# ---- design 1 ----
**Design 1: placed cells, one color a class**

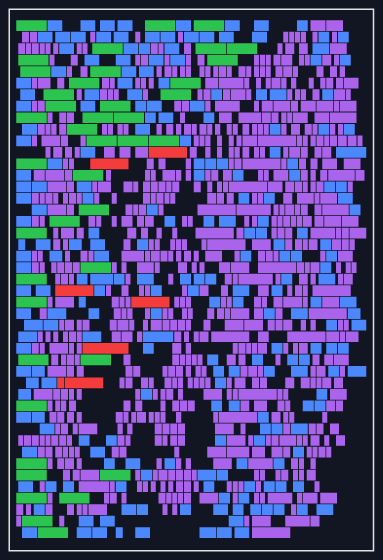

===== config.mk =====
export PLATFORM = sky130hd
export DESIGN_NAME = ex_stage_flat
export DESIGN_NICKNAME = d
export VERILOG_FILES = /design/src/rtl/ex_stage_if.sv /design/src/rtl/ex_stage.sv /design/src/flat_wrapper.sv
export SDC_FILE = /design/constraint.sdc
export NUM_CORES = 1
export LEC_CHECK = 0
export ABC_AREA = 1
export ABC_CLOCK_PERIOD_IN_PS = 2600
export CAP_MARGIN = 15
export CORE_ASPECT_RATIO = 1.5
export CORE_MARGIN = 1
export CORE_UTILIZATION = 45
export DETAILED_ROUTE_END_ITERATION = 8
export PLACE_DENSITY = 0.74
export SLEW_MARGIN = 20
export SYNTH_ARGS = -nofsm -noshare
export SYNTH_HDL_FRONTEND = slang
export SYNTH_SLANG_ARGS = --single-unit

===== constraint.sdc =====
create_clock -name clk -period 2.6 [get_ports clk]
set_input_delay 0.26 -clock clk [delete_from_list [all_inputs] [get_ports clk]]
set_output_delay 0.26 -clock clk [all_outputs]
set_load 0.05 [all_outputs]

===== src/rtl/ex_stage_if.sv =====
// rtl/ex_stage_if.sv - ID/EX input bundle and EX/MEM output bundle for the execute stage
interface ex_stage_if #(
    parameter int DW = 8,
    parameter int PW = 12
);
    // pipeline control
    logic          stall;
    logic          flush;

    // ID/EX side
    logic          in_valid;
    logic [PW-1:0] in_new_pc;
    logic [DW-1:0] in_data_1;
    logic [DW-1:0] in_data_2;
    logic [7:0]    in_ins70;
    logic [2:0]    in_ins1311;
    logic [2:0]    in_ins75;
    logic          in_EX_is_shift;
    logic          in_EX_alu_src;
    logic          in_EX_update_z_c;
    logic [1:0]    in_EX_scode;
    logic [2:0]    in_EX_acode;
    logic          in_MEM_mem_read_write;
    logic          in_MEM_pc_src;
    logic          in_WB_mem_or_alu;
    logic          in_WB_reg_write_signal;

    // EX/MEM side
    logic          out_valid;
    logic [DW-1:0] out_result;
    logic [DW-1:0] out_store_data;
    logic [PW-1:0] out_branch_target;
    logic [2:0]    out_ins1311;
    logic [2:0]    out_ins75;
    logic          out_zero;
    logic          out_carry;
    logic          out_MEM_mem_read_write;
    logic          out_MEM_pc_src;
    logic          out_WB_mem_or_alu;
    logic          out_WB_reg_write_signal;

    modport slave (
        input  stall, flush,
        input  in_valid, in_new_pc, in_data_1, in_data_2, in_ins70, in_ins1311, in_ins75,
        input  in_EX_is_shift, in_EX_alu_src, in_EX_update_z_c, in_EX_scode, in_EX_acode,
        input  in_MEM_mem_read_write, in_MEM_pc_src, in_WB_mem_or_alu, in_WB_reg_write_signal,
        output out_valid, out_result, out_store_data, out_branch_target, out_ins1311, out_ins75,
        output out_zero, out_carry,
        output out_MEM_mem_read_write, out_MEM_pc_src, out_WB_mem_or_alu, out_WB_reg_write_signal
    );

    modport master (
        output stall, flush,
        output in_valid, in_new_pc, in_data_1, in_data_2, in_ins70, in_ins1311, in_ins75,
        output in_EX_is_shift, in_EX_alu_src, in_EX_update_z_c, in_EX_scode, in_EX_acode,
        output in_MEM_mem_read_write, in_MEM_pc_src, in_WB_mem_or_alu, in_WB_reg_write_signal,
        input  out_valid, out_result, out_store_data, out_branch_target, out_ins1311, out_ins75,
        input  out_zero, out_carry,
        input  out_MEM_mem_read_write, out_MEM_pc_src, out_WB_mem_or_alu, out_WB_reg_write_signal
    );
endinterface


===== src/rtl/ex_stage.sv =====
// rtl/ex_stage.sv - execute stage: ALU, barrel shifter, Z/C flags, branch-target adder, EX/MEM register
module ex_stage #(
    parameter int DW = 8,
    parameter int PW = 12
) (
    input  logic       clk,
    input  logic       rst,
    ex_stage_if.slave  bus
);

    typedef struct packed {
        logic          valid;
        logic [DW-1:0] result;
        logic [DW-1:0] store_data;
        logic [PW-1:0] target;
        logic [2:0]    ins1311;
        logic [2:0]    ins75;
        logic          mem_rw;
        logic          pc_src;
        logic          mem_or_alu;
        logic          reg_write;
    } ex_mem_t;

    ex_mem_t       pay_d, pay_q;
    logic          z_d, z_q;
    logic          c_d, c_q;

    logic [DW-1:0] op_a, op_b;
    logic [DW:0]   alu_wide;
    logic [DW-1:0] alu_res;
    logic          alu_c;
    logic [2:0]    amt;
    logic [DW:0]   shf_wide;
    logic [2*DW-1:0] rot_wide;
    logic [DW-1:0] shf_res;
    logic          shf_c;
    logic [DW-1:0] result;
    logic          res_c;
    logic [PW-1:0] offset;
    logic          flag_we;

    assign op_a = bus.in_data_1;
    assign op_b = bus.in_EX_alu_src ? DW'(bus.in_ins70) : bus.in_data_2;
    assign amt  = bus.in_ins70[2:0];

    // ALU on DW+1 bits; bit DW is carry for add and borrow for subtract
    always_comb begin
        alu_wide = '0;
        alu_res  = '0;
        alu_c    = 1'b0;
        case (bus.in_EX_acode)
            3'b000:  alu_wide = {1'b0, op_a} + {1'b0, op_b};
            3'b001:  alu_wide = {1'b0, op_a} + {1'b0, op_b} + {{DW{1'b0}}, c_q};
            3'b010:  alu_wide = {1'b0, op_a} - {1'b0, op_b};
            3'b011:  alu_wide = {1'b0, op_a} - {1'b0, op_b} - {{DW{1'b0}}, c_q};
            3'b100:  alu_res  = op_a & op_b;
            3'b101:  alu_res  = op_a | op_b;
            3'b110:  alu_res  = op_a ^ op_b;
            default: alu_res  = op_b;
        endcase
        if (!bus.in_EX_acode[2]) begin
            alu_res = alu_wide[DW-1:0];
            alu_c   = alu_wide[DW];
        end
    end

    // Barrel shifter; the extra bit of the widened operand catches the last bit shifted out
    always_comb begin
        shf_wide = '0;
        rot_wide = '0;
        shf_res  = '0;
        shf_c    = 1'b0;
        case (bus.in_EX_scode)
            2'b00: begin
                shf_wide = {1'b0, op_a} << amt;
                shf_res  = shf_wide[DW-1:0];
                shf_c    = shf_wide[DW];
            end
            2'b01: begin
                shf_wide = {op_a, 1'b0} >> amt;
                shf_res  = shf_wide[DW:1];
                shf_c    = shf_wide[0];
            end
            2'b10: begin
                rot_wide = {op_a, op_a} << amt;
                shf_res  = rot_wide[2*DW-1:DW];
                shf_c    = c_q;
            end
            default: begin
                rot_wide = {op_a, op_a} >> amt;
                shf_res  = rot_wide[DW-1:0];
                shf_c    = c_q;
            end
        endcase
    end

    // Result select, flag next-state and EX/MEM next-state with flush > stall > load priority
    always_comb begin
        result  = bus.in_EX_is_shift ? shf_res : alu_res;
        res_c   = bus.in_EX_is_shift ? shf_c : alu_c;
        offset  = PW'($signed(bus.in_ins70));
        flag_we = bus.in_valid && bus.in_EX_update_z_c && !bus.stall && !bus.flush;
        z_d     = flag_we ? (result == '0) : z_q;
        c_d     = flag_we ? res_c : c_q;

        pay_d = pay_q;
        if (bus.flush) begin
            pay_d = '0;
        end else if (!bus.stall) begin
            if (bus.in_valid) begin
                pay_d.valid      = 1'b1;
                pay_d.result     = result;
                pay_d.store_data = bus.in_data_2;
                pay_d.target     = bus.in_new_pc + offset;
                pay_d.ins1311    = bus.in_ins1311;
                pay_d.ins75      = bus.in_ins75;
                pay_d.mem_rw     = bus.in_MEM_mem_read_write;
                pay_d.pc_src     = bus.in_MEM_pc_src;
                pay_d.mem_or_alu = bus.in_WB_mem_or_alu;
                pay_d.reg_write  = bus.in_WB_reg_write_signal;
            end else begin
                pay_d = '0;
            end
        end
    end

    // EX/MEM payload and architectural flags
    always_ff @(posedge clk) begin
        if (rst) begin
            pay_q <= '0;
            z_q   <= 1'b0;
            c_q   <= 1'b0;
        end else begin
            pay_q <= pay_d;
            z_q   <= z_d;
            c_q   <= c_d;
        end
    end

    assign bus.out_valid               = pay_q.valid;
    assign bus.out_result              = pay_q.result;
    assign bus.out_store_data          = pay_q.store_data;
    assign bus.out_branch_target       = pay_q.target;
    assign bus.out_ins1311             = pay_q.ins1311;
    assign bus.out_ins75               = pay_q.ins75;
    assign bus.out_zero                = z_q;
    assign bus.out_carry               = c_q;
    assign bus.out_MEM_mem_read_write  = pay_q.mem_rw;
    assign bus.out_MEM_pc_src          = pay_q.pc_src;
    assign bus.out_WB_mem_or_alu       = pay_q.mem_or_alu;
    assign bus.out_WB_reg_write_signal = pay_q.reg_write;

endmodule


===== src/flat_wrapper.sv =====
// flat-port wrapper written by rule: the top's interface ports become plain ports
module ex_stage_flat 
#(
    parameter int DW = 8,
    parameter int PW = 12
)
  (clk, rst, bus_stall, bus_flush, bus_in_valid, bus_in_new_pc, bus_in_data_1, bus_in_data_2, bus_in_ins70, bus_in_ins1311, bus_in_ins75, bus_in_EX_is_shift, bus_in_EX_alu_src, bus_in_EX_update_z_c, bus_in_EX_scode, bus_in_EX_acode, bus_in_MEM_mem_read_write, bus_in_MEM_pc_src, bus_in_WB_mem_or_alu, bus_in_WB_reg_write_signal, bus_out_valid, bus_out_result, bus_out_store_data, bus_out_branch_target, bus_out_ins1311, bus_out_ins75, bus_out_zero, bus_out_carry, bus_out_MEM_mem_read_write, bus_out_MEM_pc_src, bus_out_WB_mem_or_alu, bus_out_WB_reg_write_signal);
  ex_stage_if #(.DW(DW), .PW(PW)) bus_i ();
  input  logic clk;
  input  logic rst;
  input wire logic [$bits(bus_i.stall)-1:0] bus_stall;
  input wire logic [$bits(bus_i.flush)-1:0] bus_flush;
  input wire logic [$bits(bus_i.in_valid)-1:0] bus_in_valid;
  input wire logic [$bits(bus_i.in_new_pc)-1:0] bus_in_new_pc;
  input wire logic [$bits(bus_i.in_data_1)-1:0] bus_in_data_1;
  input wire logic [$bits(bus_i.in_data_2)-1:0] bus_in_data_2;
  input wire logic [$bits(bus_i.in_ins70)-1:0] bus_in_ins70;
  input wire logic [$bits(bus_i.in_ins1311)-1:0] bus_in_ins1311;
  input wire logic [$bits(bus_i.in_ins75)-1:0] bus_in_ins75;
  input wire logic [$bits(bus_i.in_EX_is_shift)-1:0] bus_in_EX_is_shift;
  input wire logic [$bits(bus_i.in_EX_alu_src)-1:0] bus_in_EX_alu_src;
  input wire logic [$bits(bus_i.in_EX_update_z_c)-1:0] bus_in_EX_update_z_c;
  input wire logic [$bits(bus_i.in_EX_scode)-1:0] bus_in_EX_scode;
  input wire logic [$bits(bus_i.in_EX_acode)-1:0] bus_in_EX_acode;
  input wire logic [$bits(bus_i.in_MEM_mem_read_write)-1:0] bus_in_MEM_mem_read_write;
  input wire logic [$bits(bus_i.in_MEM_pc_src)-1:0] bus_in_MEM_pc_src;
  input wire logic [$bits(bus_i.in_WB_mem_or_alu)-1:0] bus_in_WB_mem_or_alu;
  input wire logic [$bits(bus_i.in_WB_reg_write_signal)-1:0] bus_in_WB_reg_write_signal;
  output wire logic [$bits(bus_i.out_valid)-1:0] bus_out_valid;
  output wire logic [$bits(bus_i.out_result)-1:0] bus_out_result;
  output wire logic [$bits(bus_i.out_store_data)-1:0] bus_out_store_data;
  output wire logic [$bits(bus_i.out_branch_target)-1:0] bus_out_branch_target;
  output wire logic [$bits(bus_i.out_ins1311)-1:0] bus_out_ins1311;
  output wire logic [$bits(bus_i.out_ins75)-1:0] bus_out_ins75;
  output wire logic [$bits(bus_i.out_zero)-1:0] bus_out_zero;
  output wire logic [$bits(bus_i.out_carry)-1:0] bus_out_carry;
  output wire logic [$bits(bus_i.out_MEM_mem_read_write)-1:0] bus_out_MEM_mem_read_write;
  output wire logic [$bits(bus_i.out_MEM_pc_src)-1:0] bus_out_MEM_pc_src;
  output wire logic [$bits(bus_i.out_WB_mem_or_alu)-1:0] bus_out_WB_mem_or_alu;
  output wire logic [$bits(bus_i.out_WB_reg_write_signal)-1:0] bus_out_WB_reg_write_signal;
  assign bus_i.stall = bus_stall;
  assign bus_i.flush = bus_flush;
  assign bus_i.in_valid = bus_in_valid;
  assign bus_i.in_new_pc = bus_in_new_pc;
  assign bus_i.in_data_1 = bus_in_data_1;
  assign bus_i.in_data_2 = bus_in_data_2;
  assign bus_i.in_ins70 = bus_in_ins70;
  assign bus_i.in_ins1311 = bus_in_ins1311;
  assign bus_i.in_ins75 = bus_in_ins75;
  assign bus_i.in_EX_is_shift = bus_in_EX_is_shift;
  assign bus_i.in_EX_alu_src = bus_in_EX_alu_src;
  assign bus_i.in_EX_update_z_c = bus_in_EX_update_z_c;
  assign bus_i.in_EX_scode = bus_in_EX_scode;
  assign bus_i.in_EX_acode = bus_in_EX_acode;
  assign bus_i.in_MEM_mem_read_write = bus_in_MEM_mem_read_write;
  assign bus_i.in_MEM_pc_src = bus_in_MEM_pc_src;
  assign bus_i.in_WB_mem_or_alu = bus_in_WB_mem_or_alu;
  assign bus_i.in_WB_reg_write_signal = bus_in_WB_reg_write_signal;
  assign bus_out_valid = bus_i.out_valid;
  assign bus_out_result = bus_i.out_result;
  assign bus_out_store_data = bus_i.out_store_data;
  assign bus_out_branch_target = bus_i.out_branch_target;
  assign bus_out_ins1311 = bus_i.out_ins1311;
  assign bus_out_ins75 = bus_i.out_ins75;
  assign bus_out_zero = bus_i.out_zero;
  assign bus_out_carry = bus_i.out_carry;
  assign bus_out_MEM_mem_read_write = bus_i.out_MEM_mem_read_write;
  assign bus_out_MEM_pc_src = bus_i.out_MEM_pc_src;
  assign bus_out_WB_mem_or_alu = bus_i.out_WB_mem_or_alu;
  assign bus_out_WB_reg_write_signal = bus_i.out_WB_reg_write_signal;
  ex_stage #(.DW(DW), .PW(PW)) u_core (.clk(clk), .rst(rst), .bus(bus_i));
endmodule

# ---- design 2 ----
[config.mk]
export PLATFORM = sky130hd
export DESIGN_NAME = display_scan4
export DESIGN_NICKNAME = d
export VERILOG_FILES = /design/src/rtl/display_scan4.sv
export SDC_FILE = /design/constraint.sdc
export NUM_CORES = 1
export LEC_CHECK = 0
export ABC_AREA = 1
export CORE_MARGIN = 3
export CORE_UTILIZATION = 55
export CTS_BUF_LIST = sky130_fd_sc_hd__clkbuf_4 sky130_fd_sc_hd__clkbuf_8 sky130_fd_sc_hd__clkbuf_16
export CTS_CLUSTER_SIZE = 12
export DETAILED_ROUTE_END_ITERATION = 8
export HOLD_SLACK_MARGIN = 0.1
export PLACE_DENSITY = 0.87
export SLEW_MARGIN = 20
export SYNTH_ARGS = -nofsm -noshare
export SYNTH_HDL_FRONTEND = slang
export SYNTH_SLANG_ARGS = --single-unit
[constraint.sdc]
create_clock -name clk -period 3.17 [get_ports clk]
set_input_delay 0.634 -clock clk [delete_from_list [all_inputs] [get_ports clk]]
set_output_delay 0.634 -clock clk [all_outputs]
set_load 0.02 [all_outputs]
[src/rtl/display_scan4.sv]
// Four-digit multiplexed BCD display scanner with double-buffered digits.
// Optional leading-zero blanking: define LEADING_ZERO_BLANK_EN.
module display_scan4 #(
    parameter int SCAN_DIV = 50000
) (
    input  logic        clk,
    input  logic        rst_n,
    input  logic [15:0] dados,
    input  logic        carga,
    output logic [3:0]  bcd,
    output logic [3:0]  anodo,
    output logic        quadro
);

    localparam logic [19:0] LAST = 20'(SCAN_DIV - 1);

    logic [19:0] cnt;
    logic [1:0]  idx;
    logic [15:0] shadow;
    logic [15:0] active;
    logic        tick;
    logic        wrap;
    logic [1:0]  nidx;
    logic [15:0] nact;
    logic [3:0]  ndig;
    logic [3:0]  nan;
    logic [3:0]  lead;

    assign tick = (cnt == LAST);
    assign wrap = tick && (idx == 2'd3);
    assign nidx = idx + 2'd1;

    // Slot contents for the edge: new frame takes the fresh load or the shadow.
    always_comb begin
        nact = active;
        lead = 4'b0000;
        if (wrap) begin
            nact = carga ? dados : shadow;
        end
        ndig = nact[{nidx, 2'b00} +: 4];
        nan  = ~(4'b0001 << nidx);
`ifdef LEADING_ZERO_BLANK_EN
        lead[3] = (nact[15:12] == 4'd0);
        lead[2] = lead[3] && (nact[11:8] == 4'd0);
        lead[1] = lead[2] && (nact[7:4] == 4'd0);
        if (lead[nidx]) begin
            nan = 4'b1111;
        end
`endif
    end

    // Prescaler: counts 0..SCAN_DIV-1 and wraps.
    always_ff @(posedge clk or negedge rst_n) begin
        if (!rst_n) begin
            cnt <= 20'd0;
        end else if (tick) begin
            cnt <= 20'd0;
        end else begin
            cnt <= cnt + 20'd1;
        end
    end

    // Slot index advances on each tick; reset parks it on 3 so the first tick is a frame start.
    always_ff @(posedge clk or negedge rst_n) begin
        if (!rst_n) begin
            idx <= 2'd3;
        end else if (tick) begin
            idx <= nidx;
        end
    end

    // Shadow keeps the most recent load; active is refreshed only at frame start.
    always_ff @(posedge clk or negedge rst_n) begin
        if (!rst_n) begin
            shadow <= 16'h0000;
            active <= 16'h0000;
        end else begin
            if (carga) begin
                shadow <= dados;
            end
            active <= nact;
        end
    end

    // Registered outputs: digit and anode change on ticks, frame pulse follows the wrap edge.
    always_ff @(posedge clk or negedge rst_n) begin
        if (!rst_n) begin
            bcd    <= 4'd0;
            anodo  <= 4'b1111;
            quadro <= 1'b0;
        end else begin
            quadro <= wrap;
            if (tick) begin
                bcd   <= ndig;
                anodo <= nan;
            end
        end
    end

endmodule
# ---- design 3 ----
## config.mk

```make
export PLATFORM = sky130hd
export DESIGN_NAME = div_arb
export DESIGN_NICKNAME = d
export VERILOG_FILES = /design/src/rtl/div_arb_pkg.sv /design/src/rtl/div_iter_core.sv /design/src/rtl/div_arb.sv
export SDC_FILE = /design/constraint.sdc
export NUM_CORES = 1
export LEC_CHECK = 0
export ABC_AREA = 1
export CAP_MARGIN = 10
export CORE_ASPECT_RATIO = 1.25
export CORE_MARGIN = 3
export CORE_UTILIZATION = 41
export DETAILED_ROUTE_END_ITERATION = 8
export MAX_ROUTING_LAYER = met4
export PLACE_DENSITY_LB_ADDON = 0.05
export SYNTH_ARGS = -nofsm -noshare
export SYNTH_HDL_FRONTEND = slang
export SYNTH_SLANG_ARGS = --single-unit
```

## constraint.sdc

```tcl
create_clock -name clk -period 5.4 [get_ports clk]
set_input_delay 1.08 -clock clk [delete_from_list [all_inputs] [get_ports clk]]
set_output_delay 1.08 -clock clk [all_outputs]
set_load 0.05 [all_outputs]
```

## src/rtl/div_arb_pkg.sv

```systemverilog
// div_arb_pkg: shared types, constants and helpers for the div_arb scheduler.
//   state_t      FSM state encoding (IDLE, CALC, FIX, RESP)
//   dbg_t        debug view of the scheduler FSM and the divide engine
//   cnt_width()  iteration-counter width for an N-iteration loop
//   sat_pos()    most positive two's-complement value of a given width
//   sat_neg()    most negative two's-complement value of a given width
package div_arb_pkg;

    typedef enum logic [1:0] {
        ST_IDLE = 2'd0,
        ST_CALC = 2'd1,
        ST_FIX  = 2'd2,
        ST_RESP = 2'd3
    } state_t;

    typedef struct packed {
        state_t state;
        logic   busy;
        logic   done;
    } dbg_t;

    // Counter must be able to hold the value N itself.
    function automatic int cnt_width(input int n);
        return $clog2(n + 1);
    endfunction

    function automatic logic [63:0] sat_pos(input int w);
        return (64'd1 << (w - 1)) - 64'd1;
    endfunction

    function automatic logic [63:0] sat_neg(input int w);
        return 64'd1 << (w - 1);
    endfunction

endpackage

```

## src/rtl/div_iter_core.sv

```systemverilog
// div_iter_core: unsigned restoring divider, one quotient bit per clock.
//   clk, rst  clock, asynchronous active-high reset
//   start     load operands and begin N iterations (ignored bits of state are overwritten)
//   dividend  N-bit unsigned dividend
//   divisor   (DW+1)-bit unsigned divisor magnitude
//   busy      high while iterations remain
//   done      high from the last iteration until the next start
//   quot      N-bit quotient register
module div_iter_core
    import div_arb_pkg::*;
#(
    parameter int N  = 24,
    parameter int DW = 16
) (
    input  logic          clk,
    input  logic          rst,
    input  logic          start,
    input  logic [N-1:0]  dividend,
    input  logic [DW:0]   divisor,
    output logic          busy,
    output logic          done,
    output logic [N-1:0]  quot
);

    localparam int CNT_W = cnt_width(N);
    localparam int NW    = N + 1;

    logic [N-1:0]     rem_q, rem_d;
    logic [N-1:0]     quot_q, quot_d;
    logic [DW:0]      div_q, div_d;
    logic [CNT_W-1:0] cnt_q, cnt_d;
    logic             busy_q, busy_d;
    logic             done_q, done_d;
    logic [N:0]       shifted;
    logic [N:0]       diff;

    always_comb begin
        // Remainder stays below the divisor, so the extra top bit only
        // serves as the borrow of the trial subtraction.
        shifted = {rem_q, quot_q[N-1]};
        diff    = shifted - NW'(div_q);

        rem_d  = rem_q;
        quot_d = quot_q;
        div_d  = div_q;
        cnt_d  = cnt_q;
        busy_d = busy_q;
        done_d = done_q;

        if (start) begin
            rem_d  = '0;
            quot_d = dividend;
            div_d  = divisor;
            cnt_d  = '0;
            busy_d = 1'b1;
            done_d = 1'b0;
        end else if (busy_q) begin
            cnt_d = cnt_q + 1'b1;
            if (!diff[N]) begin
                rem_d  = diff[N-1:0];
                quot_d = {quot_q[N-2:0], 1'b1};
            end else begin
                rem_d  = shifted[N-1:0];
                quot_d = {quot_q[N-2:0], 1'b0};
            end
            if (cnt_q == CNT_W'(N - 1)) begin
                busy_d = 1'b0;
                done_d = 1'b1;
            end
        end
    end

    always_ff @(posedge clk or posedge rst) begin
        if (rst) begin
            rem_q  <= '0;
            quot_q <= '0;
            div_q  <= '0;
            cnt_q  <= '0;
            busy_q <= 1'b0;
            done_q <= 1'b0;
        end else begin
            rem_q  <= rem_d;
            quot_q <= quot_d;
            div_q  <= div_d;
            cnt_q  <= cnt_d;
            busy_q <= busy_d;
            done_q <= done_d;
        end
    end

    assign busy = busy_q;
    assign done = done_q;
    assign quot = quot_q;

endmodule

```

## src/rtl/div_arb.sv

```systemverilog
// div_arb: round-robin scheduler sharing one iterative signed fixed-point
// divider among NUM_REQ requesters. Result = (a * 2^BIN_POS) / b, truncated
// toward zero.
//   clk, rst          clock, asynchronous active-high reset
//   req_valid/ready   per-requester handshake; req_ready is a one-hot grant
//   req_a, req_b      packed operands, requester i at [i*DATA_WIDTH +: DATA_WIDTH]
//   rsp_valid/ready   response handshake
//   rsp_id            requester owning the response
//   rsp_quot          quotient
//   rsp_dbz           divisor was zero
//   dbg               FSM state plus engine busy/done
// Handshake rule: a transfer happens on a rising edge where valid and ready
// are both high; valid may drop without a transfer, and ready depends on
// valid only through the arbiter.
// Build option DIV_ARB_SAT_EN: saturate out-of-range and divide-by-zero
// results instead of wrapping.
module div_arb
    import div_arb_pkg::*;
#(
    parameter int DATA_WIDTH = 16,
    parameter int BIN_POS    = 8,
    parameter int NUM_REQ    = 4
) (
    input  logic                          clk,
    input  logic                          rst,
    input  logic [NUM_REQ-1:0]            req_valid,
    output logic [NUM_REQ-1:0]            req_ready,
    input  logic [NUM_REQ*DATA_WIDTH-1:0] req_a,
    input  logic [NUM_REQ*DATA_WIDTH-1:0] req_b,
    output logic                          rsp_valid,
    input  logic                          rsp_ready,
    output logic [$clog2(NUM_REQ)-1:0]    rsp_id,
    output logic [DATA_WIDTH-1:0]         rsp_quot,
    output logic                          rsp_dbz,
    output dbg_t                          dbg
);

    localparam int N     = DATA_WIDTH + BIN_POS;
    localparam int ID_W  = $clog2(NUM_REQ);
    localparam int CNT_W = cnt_width(N);
    localparam int AW    = DATA_WIDTH + 1;
    localparam int NW    = N + 1;

    state_t                state_q, state_d;
    logic [ID_W-1:0]       ptr_q, ptr_d;
    logic [ID_W-1:0]       id_q, id_d;
    logic [CNT_W-1:0]      cnt_q, cnt_d;
    logic                  a_neg_q, a_neg_d;
    logic                  neg_q, neg_d;
    logic                  dbz_q, dbz_d;
    logic                  rsp_valid_q, rsp_valid_d;
    logic [ID_W-1:0]       rsp_id_q, rsp_id_d;
    logic [DATA_WIDTH-1:0] rsp_quot_q, rsp_quot_d;
    logic                  rsp_dbz_q, rsp_dbz_d;

    logic                  found;
    logic [ID_W-1:0]       win_id;
    logic [DATA_WIDTH-1:0] a_sel, b_sel;
    logic [AW-1:0]         a_ext, b_ext, a_mag, b_mag;
    logic [N-1:0]          dividend;
    logic                  core_start;
    logic                  core_busy, core_done;
    logic [N-1:0]          core_quot;
    logic [N:0]            signed_res;
    logic [DATA_WIDTH-1:0] fix_quot;

    function automatic logic [ID_W-1:0] wrap_add(input logic [ID_W-1:0] base, input int off);
        int s;
        s = int'(base) + off;
        if (s >= NUM_REQ) s = s - NUM_REQ;
        return ID_W'(s);
    endfunction

    // First valid requester at or above the pointer, wrapping around.
    always_comb begin
        found  = 1'b0;
        win_id = '0;
        for (int i = 0; i < NUM_REQ; i++) begin
            if (!found && req_valid[wrap_add(ptr_q, i)]) begin
                found  = 1'b1;
                win_id = wrap_add(ptr_q, i);
            end
        end
    end

    always_comb begin
        req_ready = '0;
        if (state_q == ST_IDLE && found) req_ready = NUM_REQ'(1) << win_id;
    end

    // Operand magnitudes are one bit wider so -2^(W-1) stays representable.
    always_comb begin
        a_sel    = req_a[win_id*DATA_WIDTH +: DATA_WIDTH];
        b_sel    = req_b[win_id*DATA_WIDTH +: DATA_WIDTH];
        a_ext    = {a_sel[DATA_WIDTH-1], a_sel};
        b_ext    = {b_sel[DATA_WIDTH-1], b_sel};
        a_mag    = a_ext[AW-1] ? (~a_ext + AW'(1)) : a_ext;
        b_mag    = b_ext[AW-1] ? (~b_ext + AW'(1)) : b_ext;
        dividend = N'(a_mag) << BIN_POS;
    end

    div_iter_core #(
        .N  (N),
        .DW (DATA_WIDTH)
    ) u_core (
        .clk      (clk),
        .rst      (rst),
        .start    (core_start),
        .dividend (dividend),
        .divisor  (b_mag),
        .busy     (core_busy),
        .done     (core_done),
        .quot     (core_quot)
    );

    // Final quotient from the unsigned engine result and the saved signs.
    always_comb begin
        signed_res = neg_q ? (~NW'(core_quot) + NW'(1)) : NW'(core_quot);
`ifdef DIV_ARB_SAT_EN
        if (dbz_q) begin
            fix_quot = a_neg_q ? DATA_WIDTH'(sat_neg(DATA_WIDTH)) : DATA_WIDTH'(sat_pos(DATA_WIDTH));
        end else if (!neg_q && core_quot > N'(sat_pos(DATA_WIDTH))) begin
            fix_quot = DATA_WIDTH'(sat_pos(DATA_WIDTH));
        end else if (neg_q && core_quot > N'(sat_neg(DATA_WIDTH))) begin
            fix_quot = DATA_WIDTH'(sat_neg(DATA_WIDTH));
        end else begin
            fix_quot = DATA_WIDTH'(signed_res);
        end
`else
        if (dbz_q) fix_quot = '1;
        else       fix_quot = DATA_WIDTH'(signed_res);
`endif
    end

    always_comb begin
        state_d     = state_q;
        ptr_d       = ptr_q;
        id_d        = id_q;
        cnt_d       = cnt_q;
        a_neg_d     = a_neg_q;
        neg_d       = neg_q;
        dbz_d       = dbz_q;
        rsp_valid_d = rsp_valid_q;
        rsp_id_d    = rsp_id_q;
        rsp_quot_d  = rsp_quot_q;
        rsp_dbz_d   = rsp_dbz_q;
        core_start  = 1'b0;

        case (state_q)
            ST_IDLE: begin
                if (found) begin
                    state_d    = ST_CALC;
                    ptr_d      = wrap_add(win_id, 1);
                    id_d       = win_id;
                    a_neg_d    = a_sel[DATA_WIDTH-1];
                    neg_d      = a_sel[DATA_WIDTH-1] ^ b_sel[DATA_WIDTH-1];
                    dbz_d      = (b_sel == '0);
                    cnt_d      = '0;
                    // A zero divisor skips the engine; CALC still runs its
                    // full length so latency does not depend on operands.
                    core_start = (b_sel != '0);
                end
            end
            ST_CALC: begin
                cnt_d = cnt_q + 1'b1;
                if (cnt_q == CNT_W'(N - 1)) state_d = ST_FIX;
            end
            ST_FIX: begin
                rsp_valid_d = 1'b1;
                rsp_id_d    = id_q;
                rsp_quot_d  = fix_quot;
                rsp_dbz_d   = dbz_q;
                state_d     = ST_RESP;
            end
            ST_RESP: begin
                if (rsp_ready) begin
                    rsp_valid_d = 1'b0;
                    state_d     = ST_IDLE;
                end
            end
            default: state_d = ST_IDLE;
        endcase
    end

    always_ff @(posedge clk or posedge rst) begin
        if (rst) begin
            state_q     <= ST_IDLE;
            ptr_q       <= '0;
            id_q        <= '0;
            cnt_q       <= '0;
            a_neg_q     <= 1'b0;
            neg_q       <= 1'b0;
            dbz_q       <= 1'b0;
            rsp_valid_q <= 1'b0;
            rsp_id_q    <= '0;
            rsp_quot_q  <= '0;
            rsp_dbz_q   <= 1'b0;
        end else begin
            state_q     <= state_d;
            ptr_q       <= ptr_d;
            id_q        <= id_d;
            cnt_q       <= cnt_d;
            a_neg_q     <= a_neg_d;
            neg_q       <= neg_d;
            dbz_q       <= dbz_d;
            rsp_valid_q <= rsp_valid_d;
            rsp_id_q    <= rsp_id_d;
            rsp_quot_q  <= rsp_quot_d;
            rsp_dbz_q   <= rsp_dbz_d;
        end
    end

    assign rsp_valid  = rsp_valid_q;
    assign rsp_id     = rsp_id_q;
    assign rsp_quot   = rsp_quot_q;
    assign rsp_dbz    = rsp_dbz_q;
    assign dbg.state  = state_q;
    assign dbg.busy   = core_busy;
    assign dbg.done   = core_done;

endmodule
```

**Design 2: clock wires, drivers and flops**

Bar = 20 µm.
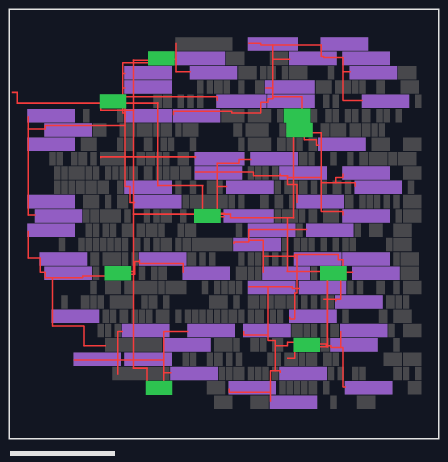
Red shows clock wires, length 801 µm. Green shows clock-net drivers, count 9. Purple shows flip-flops, count 63.
There are 10 routed clock nets.
worst-skew pair later-pin latency: 0.34 ns

==> out/summary.txt, design 2 <==
routed vias/inst -> 5.09
Detailed Place HPWL -> 4260 µm
max reg flops -> 20
FF+latch area -> 1580 µm²
sum of routed wire length over all layers -> 6060 µm
cells in synth_stat.txt -> 381
grt peak-use layer -> met2
outcome -> completed
total tool warning count -> 29
WP data required -> 3.40 ns
Crit. path cell count -> 8
tally of filler cells in the layout -> 405
Post-CTS Resized -> 0
Top cell excl fill/tap -> nand2_1
final worst path period need -> 2.26 ns
top cells, area -> dfrtp_1 (46%), nand2_1 (11%), inv_1 (10%)
CP max stage delay -> 0.67 ns
dpl cells -> 472
RR Startpoint -> idx[0]
clock buffers -> 13
Cell Area, Synth -> 3120 µm²
top flop regs -> cnt: 20 flops, active: 16 flops, shadow: 16 flops
Final TNS setup -> 0 ns
Die W -> 81.3 µm
Post-synth seq share -> 0.508
FF+latch count, synth -> 63
Root Driver -> clkbuf_8
critical path peak fanout -> 13
pre-CTS setup slack -> 0.688 ns
largest net degree at the start of global routing -> 52
placed cell area -> 3430 µm²
FF-to-FF setup slack -> 0.91 ns
vias in the first global route -> 2451
Hold Crit Class -> in -> async
Clock-cell share -> 0.0680
**Design 3: metal layers overlaid**

Bar = 50 µm.
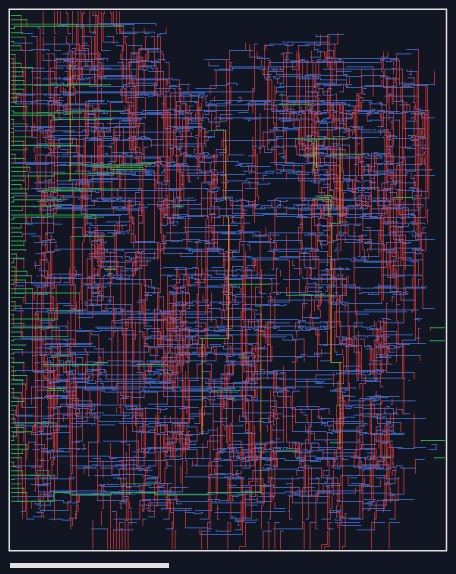
Orange shows M4, wire length 299 µm. Green shows M3, wire length 1100 µm. Red shows M2, wire length 12300 µm. Blue shows M1, wire length 11700 µm.
vias after detailed routing: 9031
per-cell routed wire length: 14.0 µm
Tot GR Track Use: 0.231
sum of routed wire length over all layers: 25400 µm

**Design 3: clock nets**

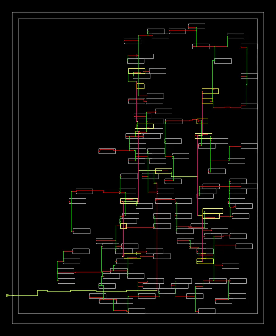
Worst Skew: 0.0159 ns
clock sinks: 105

==> out/summary.txt, design 3 <==
outcome -> completed
Post-CTS Resized -> 0
most frequent cells after synthesis -> nand2_1 (505), inv_1 (181), nand3_1 (137)
WP data required -> 4.32 ns
hold buffer count at CTS -> 0
and-or/or-and share of the synthesized area -> 0.0907
Comb area -> 5020 µm²
kind of critical path -> in -> out
unrepaired setup endpoints after global routing -> no
crit-path most repeated cell -> nand2_1
CTS tree -> done
DR WL met2 -> 12300 µm
Tapcells -> 274
GRT overflow -> 0
share of cells above drive strength 1 -> 0.0444
dominant kind of cell by area -> multi-input combinational cells
Post-Synthesis Cells -> 1404
core area -> 20900 µm²
mux share of post-synthesis cell area -> 0
Total Die Area -> 23100 µm²
routability cong. -> 0.906
R2R depth -> 22
Synthesis Warnings -> 0
**Design 1: clock nets**

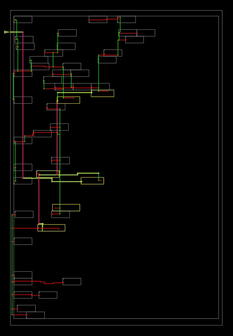
clock buffers: 5
flop count: 41

## Picture notes: 'placed cells, one color a class' of design 1
Purple shows remaining logic cells, cells 747. Red shows clock drivers and dummy loads, cells 7. Blue shows remaining buffers and delay cells, cells 228. Green shows registers, cells 41.
Util after Layout: 0.729
Post-Layout Inst Area: 7380 µm²

==> out/summary.txt, design 1 <==
outcome -> completed
Yosys top cell area share -> 0.213
total tool warning count -> 42
EDFF count, synth -> 0
top-count cell post-synth -> nand2_1
Longest Clk Path Bufs -> 2
Distinct cells, synth -> 40
n_diodes -> 0
WHS -> 0.271 ns
cells along the critical path -> buf_8 > buf_6 > nand2_4 > nand2_4 > ha_4 > fa_2 > buf_6 > nand2_4 > nor2_4 > nand3_4 > nor2_4 > buf_4 > nor2_1 > nor2_1 > nand2_1 > nand3b_1 > nand2_1 > nand2_2 > nor2_1 > nand3_1 > a21oi_2
Cell Area, Synth -> 4720 µm²
Signal buffers -> 228
grt met2 use -> 0.712
Worst slew margin -> 0.603
pre-CTS setup slack -> -0.782 ns
Detail Route Antenna Nets -> 0
worst setup path start -> bus_in_EX_alu_src
Syn Area/Cell -> 5.79 µm²
mi-comb count -> 661
Crit. path cell count -> 21
Top FF cell, synth -> dfxtp_1
tally of filler cells in the layout -> 808
initial antenna violation count -> 0
share of cells above drive strength 1 -> 0.244
# Max-Cap Violations -> 0
Worst path top cell family by delay -> simple AND/OR/NAND/NOR gates
Yosys chip area -> 4720 µm²
final hold violation count -> 0
clock sinks -> 41
slack of the critical path -> 0.00786 ns
hold buffer count at CTS -> 0
clock slew at reported path FFs -> 0.06 ns
Comb area -> 3910 µm²
Remaining DRCs -> 0
worst-skew pair later-pin latency -> 0.29 ns
Worst Hold Path Cells -> 3
FF-to-FF setup slack -> 0.42 ns
core area -> 10100 µm²


## Gallery

Supply network.
(a)
Bar = 20 µm. Pins as bars on the die edge.
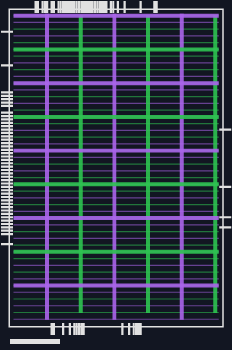
(b)
Bar = 50 µm. Pins as bars on the die edge.
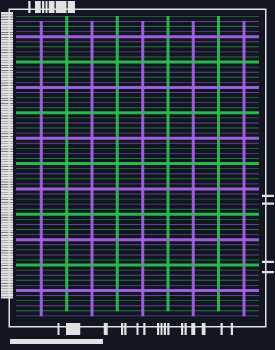
(c)
Bar = 20 µm. Pins as bars on the die edge.
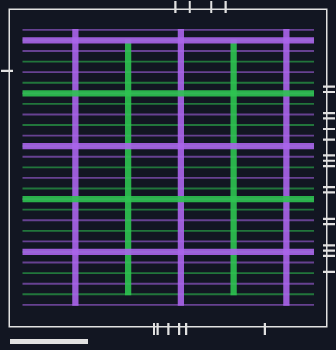
Of these, fewest pins: (c)
| from | picture |
|---|---|
| design 3 | (b) |
| design 1 | (a) |
| design 2 | (c) |

Key to (b):
Purple shows VSS. Green shows VDD.
The core has 59 rows. 11 straps on met5. 9 straps on met4. 60 met1 rails follow the rows.

